######## block 1 ########
<file path="src/rtl/contador_bcd_mux.sv">
// Two-digit BCD up/down counter with a step prescaler, a synchronous clamped
// load, and a time-multiplexed digit output for a seven-segment converter.
module contador_bcd_mux #(
    parameter int unsigned PRESCALE = 4,
    parameter int unsigned MUX_DIV  = 2
) (
    input  logic       clk,
    input  logic       rst,
    input  logic       en,
    input  logic       up,
    input  logic       load,
    input  logic [7:0] load_val,
    output logic [7:0] count,
    output logic [3:0] bcd_out,
    output logic [1:0] sel,
    output logic       carry
);

    localparam int unsigned PW = (PRESCALE > 1) ? $clog2(PRESCALE) : 1;
    localparam int unsigned MW = (MUX_DIV > 1) ? $clog2(MUX_DIV) : 1;
    localparam logic [PW-1:0] PRESC_LAST = PW'(PRESCALE - 1);
    localparam logic [MW-1:0] MUX_LAST   = MW'(MUX_DIV - 1);

    logic [PW-1:0] r_presc;
    logic [MW-1:0] r_mux;
    logic [3:0]    r_units;
    logic [3:0]    r_tens;
    logic [1:0]    r_sel;
    logic          r_carry;

    logic          w_step;
    logic [3:0]    w_units_nxt;
    logic [3:0]    w_tens_nxt;
    logic          w_wrap;
    logic [3:0]    w_load_units;
    logic [3:0]    w_load_tens;

    // Saturate a loaded nibble to 9 so count always stays valid BCD.
    function automatic logic [3:0] clamp_digit(input logic [3:0] d);
        return (d > 4'd9) ? 4'd9 : d;
    endfunction

    assign w_step       = en && (r_presc == PRESC_LAST);
    assign w_load_units = clamp_digit(load_val[3:0]);
    assign w_load_tens  = clamp_digit(load_val[7:4]);

    // Next BCD value for one step in the requested direction, with wrap flag.
    always_comb begin
        w_units_nxt = r_units;
        w_tens_nxt  = r_tens;
        w_wrap      = 1'b0;
        if (up) begin
            if (r_units == 4'd9) begin
                w_units_nxt = 4'd0;
                if (r_tens == 4'd9) begin
                    w_tens_nxt = 4'd0;
                    w_wrap     = 1'b1;
                end else begin
                    w_tens_nxt = r_tens + 4'd1;
                end
            end else begin
                w_units_nxt = r_units + 4'd1;
            end
        end else begin
            if (r_units == 4'd0) begin
                w_units_nxt = 4'd9;
                if (r_tens == 4'd0) begin
                    w_tens_nxt = 4'd9;
                    w_wrap     = 1'b1;
                end else begin
                    w_tens_nxt = r_tens - 4'd1;
                end
            end else begin
                w_units_nxt = r_units - 4'd1;
            end
        end
    end

    // Prescaler: advances only while enabled, restarts on step or load.
    always_ff @(posedge clk or posedge rst) begin
        if (rst) begin
            r_presc <= '0;
        end else if (load) begin
            r_presc <= '0;
        end else if (en) begin
            if (w_step) begin
                r_presc <= '0;
            end else begin
                r_presc <= r_presc + PW'(1);
            end
        end
    end

    // Count and carry: load wins over a coincident step; carry marks a wrap.
    always_ff @(posedge clk or posedge rst) begin
        if (rst) begin
            r_units <= 4'd0;
            r_tens  <= 4'd0;
            r_carry <= 1'b0;
        end else if (load) begin
            r_units <= w_load_units;
            r_tens  <= w_load_tens;
            r_carry <= 1'b0;
        end else if (w_step) begin
            r_units <= w_units_nxt;
            r_tens  <= w_tens_nxt;
            r_carry <= w_wrap;
        end else begin
            r_carry <= 1'b0;
        end
    end

    // Free-running digit mux: swap the one-hot select every MUX_DIV cycles.
    always_ff @(posedge clk or posedge rst) begin
        if (rst) begin
            r_mux <= '0;
            r_sel <= 2'b01;
        end else if (r_mux == MUX_LAST) begin
            r_mux <= '0;
            r_sel <= {r_sel[0], r_sel[1]};
        end else begin
            r_mux <= r_mux + MW'(1);
        end
    end

    assign count   = {r_tens, r_units};
    assign sel     = r_sel;
    assign carry   = r_carry;
    assign bcd_out = r_sel[1] ? r_tens : r_units;

endmodule

</file>
<file path="config.mk">
export PLATFORM = sky130hd
export DESIGN_NAME = contador_bcd_mux
export DESIGN_NICKNAME = d
export VERILOG_FILES = /design/src/rtl/contador_bcd_mux.sv
export SDC_FILE = /design/constraint.sdc
export NUM_CORES = 1
export LEC_CHECK = 0
export CORE_MARGIN = 10
export CORE_UTILIZATION = 43
export CTS_CLUSTER_SIZE = 20
export DETAILED_ROUTE_END_ITERATION = 10
export GPL_ROUTABILITY_DRIVEN = 0
export GPL_TIMING_DRIVEN = 0
export HOLD_SLACK_MARGIN = 0.12
export PLACE_DENSITY = 0.85
export REMOVE_ABC_BUFFERS = 1
export SYNTH_ARGS = -nofsm -noshare
export SYNTH_HDL_FRONTEND = slang
export SYNTH_SLANG_ARGS = --single-unit
</file>
<file path="constraint.sdc">
create_clock -name clk -period 1.5 [get_ports clk]
set_clock_uncertainty 0.05 [all_clocks]
set_input_delay 0.225 -clock clk [delete_from_list [all_inputs] [get_ports clk]]
set_output_delay 0.225 -clock clk [all_outputs]
set_load 0.1 [all_outputs]
</file>
######## block 2 ########
**src/rtl/caractere_reader_pkg.sv**
```systemverilog
// Shared constants for the character <-> 7-segment path: code->segment table,
// FSM state type and the "nothing emitted yet" sentinel.
package caractere_pkg;

  localparam int SEG_W  = 7;
  localparam int CODE_W = 5;

  typedef logic [SEG_W-1:0]  seg_t;
  typedef logic [CODE_W-1:0] code_t;

  // code -> {a..g}; same table the forward character decoder drives
  localparam seg_t CHAR_SEG [0:31] = '{
    7'b0000001, 7'b1001111, 7'b0010010, 7'b0000110,
    7'b1001100, 7'b0100100, 7'b0100000, 7'b0001111,
    7'b0000000, 7'b0000100, 7'b0001000, 7'b1100000,
    7'b0110001, 7'b1000010, 7'b0110000, 7'b0111000,
    7'b0100001, 7'b1001000, 7'b1000011, 7'b1110001,
    7'b1101010, 7'b1100010, 7'b0011000, 7'b0001100,
    7'b1111010, 7'b1110000, 7'b1000001, 7'b1000100,
    7'b1111110, 7'b1110111, 7'b1101000, 7'b1100011
  };

  typedef enum logic [1:0] {
    ST_SETTLE,
    ST_LOOKUP,
    ST_PRESENT
  } state_e;

  // one bit wider than a pattern so it can never equal a real sample
  localparam logic [SEG_W:0] SEG_NONE = {1'b1, {SEG_W{1'b0}}};

endpackage

```
**src/rtl/caractere_reader_if.sv**
```systemverilog
// Segment input and recovered-code handshake bundle for caractere_reader.
interface caractere_reader_if;
  import caractere_pkg::*;

  seg_t  seg_in;
  code_t code_out;
  logic  code_err;
  logic  code_valid;
  logic  code_ready;
  logic  busy;

  modport master (output seg_in, code_ready,
                  input  code_out, code_err, code_valid, busy);
  modport slave  (input  seg_in, code_ready,
                  output code_out, code_err, code_valid, busy);
endinterface

```
**src/rtl/caractere_reader_seg_lookup.sv**
```systemverilog
// Combinational reverse lookup: segment pattern -> {hit, code}, lowest code wins.
module seg_lookup
  import caractere_pkg::*;
(
  input  seg_t  pat_i,
  output logic  hit_o,
  output code_t code_o
);

  // scan downward so the lowest matching code is the last one written
  always_comb begin
    hit_o  = 1'b0;
    code_o = '0;
    for (int i = 31; i >= 0; i--) begin
      if (pat_i == CHAR_SEG[i]) begin
        hit_o  = 1'b1;
        code_o = CODE_W'(i);
      end
    end
  end

endmodule

```
**src/rtl/caractere_reader.sv**
```systemverilog
// Debounced 7-segment -> character code reader with valid/ready output.
// Optional: SEG_ACTIVE_LOW_EN inverts seg_in at the input register.
module caractere_reader
  import caractere_pkg::*;
#(
  parameter int STABLE_CYCLES = 4
) (
  input  logic                     clk,
  input  logic                     rst,
  caractere_reader_if.slave        bus
);

  localparam int CW = $clog2(STABLE_CYCLES + 1);
  localparam logic [CW-1:0] CNT_MAX = CW'(STABLE_CYCLES);

  seg_t            seg_d, seg_q;
  logic [CW-1:0]   cnt_d, cnt_q;
  state_e          state_d, state_q;
  code_t           code_d, code_q;
  logic            err_d, err_q;
  logic            valid_d, valid_q;
  logic [SEG_W:0]  last_d, last_q;
  seg_t            pat_d, pat_q;
  logic            lk_hit;
  code_t           lk_code;

`ifdef SEG_ACTIVE_LOW_EN
  assign seg_d = ~bus.seg_in;
`else
  assign seg_d = bus.seg_in;
`endif

  seg_lookup u_lookup (
    .pat_i  (pat_q),
    .hit_o  (lk_hit),
    .code_o (lk_code)
  );

  // counter runs in every state so a pattern stable during PRESENT is ready on return
  always_comb begin
    cnt_d = cnt_q;
    if (seg_d != seg_q)       cnt_d = '0;
    else if (cnt_q != CNT_MAX) cnt_d = cnt_q + 1'b1;
  end

  always_comb begin
    state_d = state_q;
    code_d  = code_q;
    err_d   = err_q;
    valid_d = valid_q;
    last_d  = last_q;
    pat_d   = pat_q;
    case (state_q)
      ST_SETTLE: begin
        if (cnt_q == CNT_MAX && {1'b0, seg_q} != last_q) begin
          pat_d   = seg_q;
          state_d = ST_LOOKUP;
        end
      end
      ST_LOOKUP: begin
        code_d  = lk_hit ? lk_code : '0;
        err_d   = ~lk_hit;
        valid_d = 1'b1;
        state_d = ST_PRESENT;
      end
      ST_PRESENT: begin
        if (bus.code_ready) begin
          valid_d = 1'b0;
          last_d  = {1'b0, pat_q};
          state_d = ST_SETTLE;
        end
      end
      default: state_d = ST_SETTLE;
    endcase
  end

  always_ff @(posedge clk) begin
    if (rst) begin
      seg_q   <= '0;
      cnt_q   <= '0;
      state_q <= ST_SETTLE;
      code_q  <= '0;
      err_q   <= 1'b0;
      valid_q <= 1'b0;
      last_q  <= SEG_NONE;
      pat_q   <= '0;
    end else begin
      seg_q   <= seg_d;
      cnt_q   <= cnt_d;
      state_q <= state_d;
      code_q  <= code_d;
      err_q   <= err_d;
      valid_q <= valid_d;
      last_q  <= last_d;
      pat_q   <= pat_d;
    end
  end

  assign bus.code_out   = code_q;
  assign bus.code_err   = err_q;
  assign bus.code_valid = valid_q;
  assign bus.busy       = (state_q != ST_SETTLE);

endmodule
```
**src/flat_wrapper.sv**
```systemverilog
// flat-port wrapper written by rule: the top's interface ports become plain ports
module caractere_reader_flat import caractere_pkg::*;
#(
  parameter int STABLE_CYCLES = 4
)
  (clk, rst, bus_seg_in, bus_code_ready, bus_code_out, bus_code_err, bus_code_valid, bus_busy);
  caractere_reader_if bus_i ();
  input  logic clk;
  input  logic rst;
  input wire logic [$bits(bus_i.seg_in)-1:0] bus_seg_in;
  input wire logic [$bits(bus_i.code_ready)-1:0] bus_code_ready;
  output wire logic [$bits(bus_i.code_out)-1:0] bus_code_out;
  output wire logic [$bits(bus_i.code_err)-1:0] bus_code_err;
  output wire logic [$bits(bus_i.code_valid)-1:0] bus_code_valid;
  output wire logic [$bits(bus_i.busy)-1:0] bus_busy;
  assign bus_i.seg_in = bus_seg_in;
  assign bus_i.code_ready = bus_code_ready;
  assign bus_code_out = bus_i.code_out;
  assign bus_code_err = bus_i.code_err;
  assign bus_code_valid = bus_i.code_valid;
  assign bus_busy = bus_i.busy;
  caractere_reader #(.STABLE_CYCLES(STABLE_CYCLES)) u_core (.clk(clk), .rst(rst), .bus(bus_i));
endmodule
```
**config.mk**
```make
export PLATFORM = sky130hd
export DESIGN_NAME = caractere_reader_flat
export DESIGN_NICKNAME = d
export VERILOG_FILES = /design/src/rtl/caractere_reader_pkg.sv /design/src/rtl/caractere_reader_if.sv /design/src/rtl/caractere_reader_seg_lookup.sv /design/src/rtl/caractere_reader.sv /design/src/flat_wrapper.sv
export SDC_FILE = /design/constraint.sdc
export NUM_CORES = 1
export LEC_CHECK = 0
export ABC_CLOCK_PERIOD_IN_PS = 1400
export CAP_MARGIN = 5
export CORE_MARGIN = 4
export CORE_UTILIZATION = 30
export DETAILED_ROUTE_END_ITERATION = 6
export SKIP_CTS_REPAIR_TIMING = 1
export SLEW_MARGIN = 0
export SYNTH_ARGS = -nofsm -noshare
export SYNTH_HDL_FRONTEND = slang
export SYNTH_SLANG_ARGS = --single-unit
```
**constraint.sdc**
```tcl
create_clock -name clk -period 1.4 [get_ports clk]
set_input_delay 0.21 -clock clk [delete_from_list [all_inputs] [get_ports clk]]
set_output_delay 0.21 -clock clk [all_outputs]
set_load 0.1 [all_outputs]
```
######## block 3 ########
<file path="config.mk">
export PLATFORM = sky130hd
export DESIGN_NAME = tl_ul_arbiter
export DESIGN_NICKNAME = d
export VERILOG_FILES = /design/src/rtl/tl_ul_arbiter.sv
export SDC_FILE = /design/constraint.sdc
export NUM_CORES = 1
export LEC_CHECK = 0
export CORE_AREA = 5 5 142 144
export DETAILED_ROUTE_END_ITERATION = 7
export DIE_AREA = 0 0 147 149
export PLACE_DENSITY = 0.53
export SLEW_MARGIN = 20
export SYNTH_ARGS = -nofsm -noshare
export SYNTH_HDL_FRONTEND = slang
export SYNTH_SLANG_ARGS = --single-unit
export TNS_END_PERCENT = 1
</file>
<file path="constraint.sdc">
create_clock -name clk -period 1.6 [get_ports clk]
set_clock_uncertainty 0.2 [all_clocks]
set_input_delay 0.16 -clock clk [delete_from_list [all_inputs] [get_ports clk]]
set_output_delay 0.16 -clock clk [all_outputs]
set_load 0.02 [all_outputs]
</file>
<file path="src/rtl/tl_ul_arbiter.sv">
// TileLink-UL N-to-1 round-robin arbiter with a single outstanding transaction.
// The grant is held from the A request until the matching D response completes.
//
// state | meaning
// IDLE  | no transaction; pick the next requester round-robin from last_grant+1
// ADDR  | A channel of the granted master connected to the slave
// RESP  | D channel of the slave connected to the granted master
module tl_ul_arbiter #(
    parameter int XLEN        = 32,
    parameter int SID_WIDTH   = 8,
    parameter int NUM_MASTERS = 2,
    parameter int GW          = $clog2(NUM_MASTERS)
) (
    input  logic                            clk,
    input  logic                            reset,
    input  logic [NUM_MASTERS-1:0]          m_a_valid,
    output logic [NUM_MASTERS-1:0]          m_a_ready,
    input  logic [NUM_MASTERS*3-1:0]        m_a_opcode,
    input  logic [NUM_MASTERS*3-1:0]        m_a_param,
    input  logic [NUM_MASTERS*3-1:0]        m_a_size,
    input  logic [NUM_MASTERS*SID_WIDTH-1:0] m_a_source,
    input  logic [NUM_MASTERS*XLEN-1:0]     m_a_address,
    input  logic [NUM_MASTERS*XLEN-1:0]     m_a_data,
    input  logic [NUM_MASTERS*XLEN/8-1:0]   m_a_mask,
    output logic [NUM_MASTERS-1:0]          m_d_valid,
    input  logic [NUM_MASTERS-1:0]          m_d_ready,
    output logic [2:0]                      m_d_opcode,
    output logic [1:0]                      m_d_param,
    output logic [2:0]                      m_d_size,
    output logic [SID_WIDTH-1:0]            m_d_source,
    output logic [XLEN-1:0]                 m_d_data,
    output logic                            m_d_corrupt,
    output logic                            m_d_denied,
    output logic                            s_a_valid,
    input  logic                            s_a_ready,
    output logic [2:0]                      s_a_opcode,
    output logic [2:0]                      s_a_param,
    output logic [2:0]                      s_a_size,
    output logic [SID_WIDTH-1:0]            s_a_source,
    output logic [XLEN-1:0]                 s_a_address,
    output logic [XLEN/8-1:0]               s_a_mask,
    output logic [XLEN-1:0]                 s_a_data,
    input  logic                            s_d_valid,
    output logic                            s_d_ready,
    input  logic [2:0]                      s_d_opcode,
    input  logic [1:0]                      s_d_param,
    input  logic [2:0]                      s_d_size,
    input  logic [SID_WIDTH-1:0]            s_d_source,
    input  logic [XLEN-1:0]                 s_d_data,
    input  logic                            s_d_corrupt,
    input  logic                            s_d_denied,
    output logic                            busy,
    output logic [GW-1:0]                   grant
);

    typedef enum logic [1:0] {IDLE, ADDR, RESP} state_t;

    state_t        state, state_nxt;
    logic [GW-1:0] last_grant, grant_nxt, last_grant_nxt;
    logic [GW-1:0] cand, pick;
    logic          found;

    always_ff @(posedge clk or posedge reset) begin
        if (reset) begin
            state      <= IDLE;
            grant      <= '0;
            last_grant <= GW'(NUM_MASTERS - 1);
        end else begin
            state      <= state_nxt;
            grant      <= grant_nxt;
            last_grant <= last_grant_nxt;
        end
    end

    // Scan from last_grant+1 with wrap; the first hit wins.
    always_comb begin
        found = 1'b0;
        pick  = '0;
        cand  = '0;
        for (int i = 1; i <= NUM_MASTERS; i++) begin
            cand = GW'((int'(last_grant) + i) % NUM_MASTERS);
            if (!found && m_a_valid[cand]) begin
                found = 1'b1;
                pick  = cand;
            end
        end
    end

    always_comb begin
        state_nxt      = state;
        grant_nxt      = grant;
        last_grant_nxt = last_grant;
        case (state)
            IDLE: if (found) begin
                state_nxt = ADDR;
                grant_nxt = pick;
            end
            ADDR: if (s_a_valid && s_a_ready) state_nxt = RESP;
            RESP: if (s_d_valid && s_d_ready) begin
                state_nxt      = IDLE;
                last_grant_nxt = grant;
            end
            default: state_nxt = IDLE;
        endcase
    end

    // Readies depend only on state, grant and the opposite-side ready.
    always_comb begin
        m_a_ready   = '0;
        m_d_valid   = '0;
        s_a_valid   = 1'b0;
        s_a_opcode  = '0;
        s_a_param   = '0;
        s_a_size    = '0;
        s_a_source  = '0;
        s_a_address = '0;
        s_a_mask    = '0;
        s_a_data    = '0;
        s_d_ready   = 1'b0;
        for (int i = 0; i < NUM_MASTERS; i++) begin
            if (grant == GW'(i)) begin
                if (state == ADDR) begin
                    s_a_valid    = m_a_valid[i];
                    m_a_ready[i] = s_a_ready;
                    s_a_opcode   = m_a_opcode[3*i +: 3];
                    s_a_param    = m_a_param[3*i +: 3];
                    s_a_size     = m_a_size[3*i +: 3];
                    s_a_source   = m_a_source[SID_WIDTH*i +: SID_WIDTH];
                    s_a_address  = m_a_address[XLEN*i +: XLEN];
                    s_a_mask     = m_a_mask[(XLEN/8)*i +: XLEN/8];
                    s_a_data     = m_a_data[XLEN*i +: XLEN];
                end
                if (state == RESP) begin
                    m_d_valid[i] = s_d_valid;
                    s_d_ready    = m_d_ready[i];
                end
            end
        end
    end

    assign m_d_opcode  = s_d_opcode;
    assign m_d_param   = s_d_param;
    assign m_d_size    = s_d_size;
    assign m_d_source  = s_d_source;
    assign m_d_data    = s_d_data;
    assign m_d_corrupt = s_d_corrupt;
    assign m_d_denied  = s_d_denied;
    assign busy        = (state != IDLE);

endmodule
</file>
Figure 1. Sequential cells coloured by netlist name (block 2).
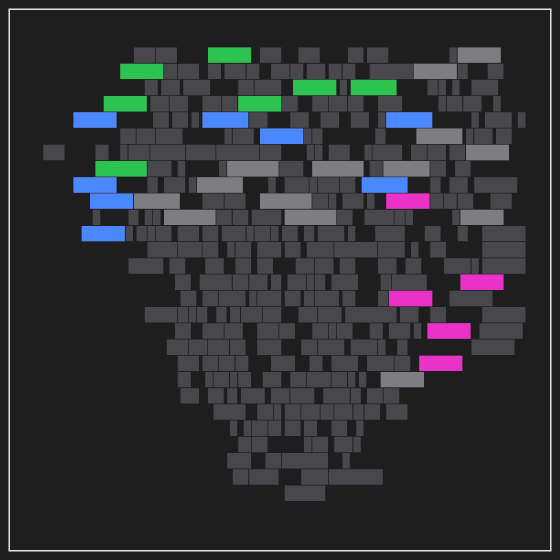
netlist name	colour	placed flops
u_core.seg_q	green	7
u_core.last_q	blue	8
u_core.bus.code_out	magenta	5

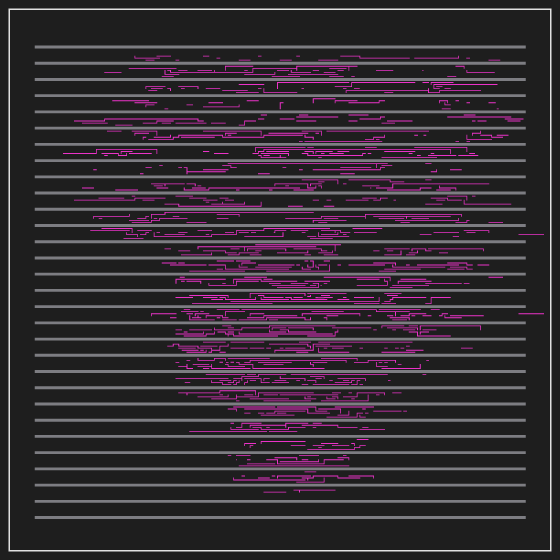
Figure 2: block 2, signal wires on met1.
Supply wires on this layer in grey.
main direction	horizontal
nets with wire on the layer	311
longest straight run	31.3 um
met1 GRT Util: 17.3%
DRT Wirelength: 5.59 mm
Vias: 2018

==> run summary, block 2 <==
Clock power share: 40.6%
Via density: 5.07
Outcome: complete, but fails checks
Switch Pwr: 0.411 mW
Seq_cells: 34
Diode count: 0
Cell type with the largest total area: dfxtp_1
Reg2reg end: u_core.bus.code_err$_SDFFE_PP0P_
Remaining DRCs: 0
Max_slew headroom: 74.9%
Basic Gates by Area: 29.3%
Max reg flops: 8
Power Clock: 0.748 mW
PnR worst setup slack: -346 ps
Tap cell count: 77
Final setup fails: 12
Global-route wire length before repair: 8.71 mm
Cells after DPL: 384
CTS root buf: clkbuf_8
Multi-input comb cells: 186
Fraction of layout cells with a size suffix above 1: 44.2%
Total sequential power: 0.976 mW
Switching share of power: 22.3%
Largest Register: u_core.last_q
DRT Pass-1 Iters: 4
Met3 WL: 250 um
Signal buf overhead: 26.4%
Worst hold stages: 1
Worst r2r src: u_core.pat_q[2]$_SDFFE_PP0P_
Count of library flops with an enable pin: 0
Largest net degree at the start of global routing: 21
Critical Path Source Type: flop
Max incr delay on CP: 390 ps
Critical Path Stages: 6
Highest Clock Rate: 0.573 GHz
Failing checks: setup timing
CTS tree: done
TNS Setup: -1790 ps
VDD IR max: 0.000331 V
Met2 GRT Util: 20.0%
Highest Signal Layer: met4
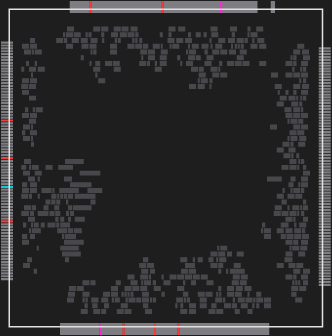
Figure 3: block 3, pin map.
Pins as bars across the die edge, other pins in grey.
port	colour	pins	direction	edge
m_d_source	red	8	output	3 south, 3 west, 2 north
s_d_param	magenta	2	input	1 south, 1 north
s_a_ready	cyan	1	input	west
all pins by edge	107 south, 98 north, 83 west, 83 east

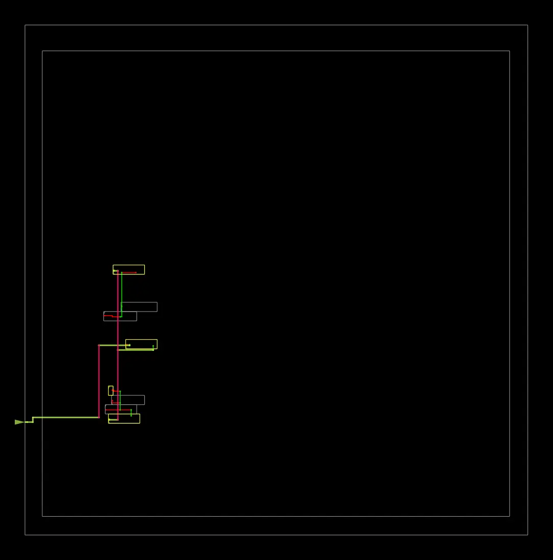
Figure 4: block 3, the clock network.
CTS buffer count: 3
clock buf count: 4
Power Clock: 0.411 mW
seq_cells: 4
clk sinks: 4

==> run summary, block 3 <==
Outcome: complete, but fails checks
Failing checks: setup timing
Critical Path Source Type: flop
Diode count: 0
Cells after DPL: 733
Critical Path Stages: 4
Register area: 106 um2
Final setup fails: 88
Yosys warnings: 0
Final Instance Count excl. Fillers: 742
Total power: 7.11 mW
PD cells: 1570 nW/um2
Layout area overhead: 124%
Yosys cell types: 23
Mapped Cells: 272
Synthesized area per cell: 7.44 um2
Initial antenna violation count: 0
PnR worst setup slack: -248 ps
FF-to-FF path depth: 4
Critical Path End Type: output port
Syn Std Cell Area: 2020 um2
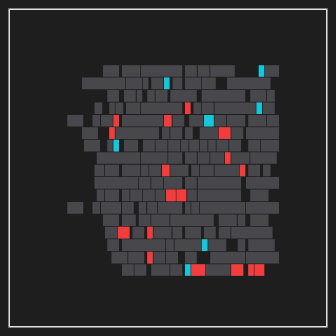
Figure 5: block 1, gate families picked out.
family	colour	cells	most used
inverters	cyan	7	inv_1
NAND gates	red	17	nand2_1

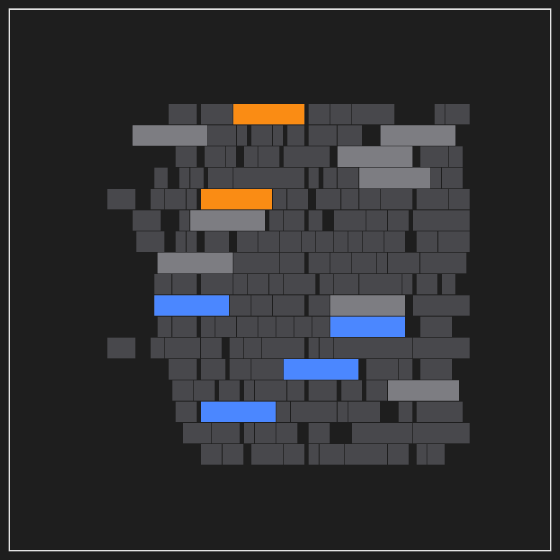
Figure 6: block 1, sequential cells coloured by netlist name.
netlist name	colour	placed flops
r_presc	orange	2
r_tens	blue	4

==> run summary, block 1 <==
TNS Setup: -663 ps
Worst Path Arrival: 1340 ps
Hold slack final: 234 ps
Synth top cells by count: dfrtp_1 (13), o21ai_0 (12), nand2_1 (8)
Failing checks: setup timing
Met2 Wirelength: 2.00 mm
Diode count: 0
Filler instances: 123
Cells after DPL: 165
Non-clk invs: 7
Yosys cell types: 41
PnR worst setup slack: -111 ps
CTS root buf: clkbuf_4
Pre-CTS setup slack: -794 ps
Total power: 1.38 mW
Clock buf count: 4
Dpl hpwl: 1.91 mm
Switch Pwr: 0.610 mW
Top delay family on crit path: flip-flops
RSZ-0062 raised after global routing: true
Initial DRC Count: 111
CTS tree: done
Placed cell areas: 1270 um2
DIE WIDTH: 69.1 um
Final setup fails: 10
Worst-Skew Late Latency: 300 ps
Sequential Power Share: 33.4%
Outcome: complete, but fails checks
Post-Synth Adder-Cell Area: 1.21%
Remaining DRCs: 0
Cell type with the largest total area: dfrtp_1
Setup bufs post-CTS: 13
Main logic family: AND-OR/OR-AND gates
Post-synthesis sequential area ratio: 33.9%

## Gallery

Floorplan with the power grid.
Pins as bars on the die edge.
shot_01.png
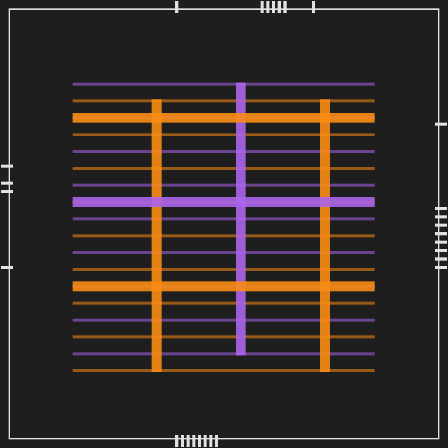
shot_02.png
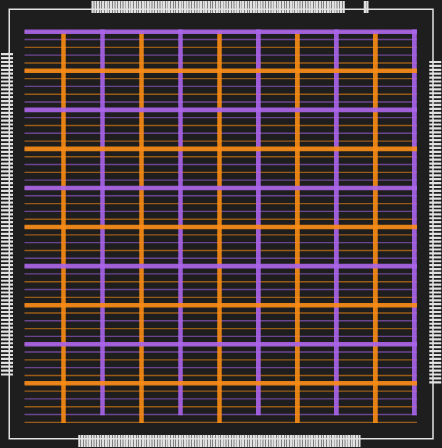
shot_03.png
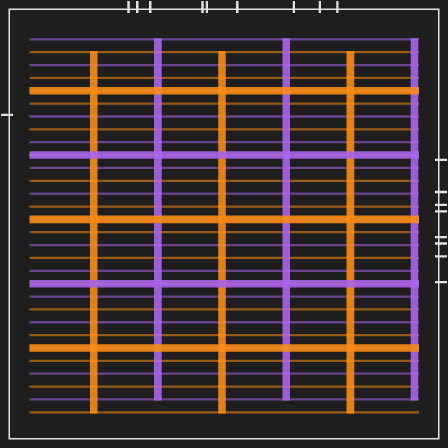
shot_03.png is block 2.
shot_01.png is block 1.
shot_02.png is block 3.

Key to shot_02.png:
net	colour
VDD	purple
VSS	orange
rows	50
met4 straps	10
signal pins	371


No activity file was given, so power comes from the tool's default toggle rates.
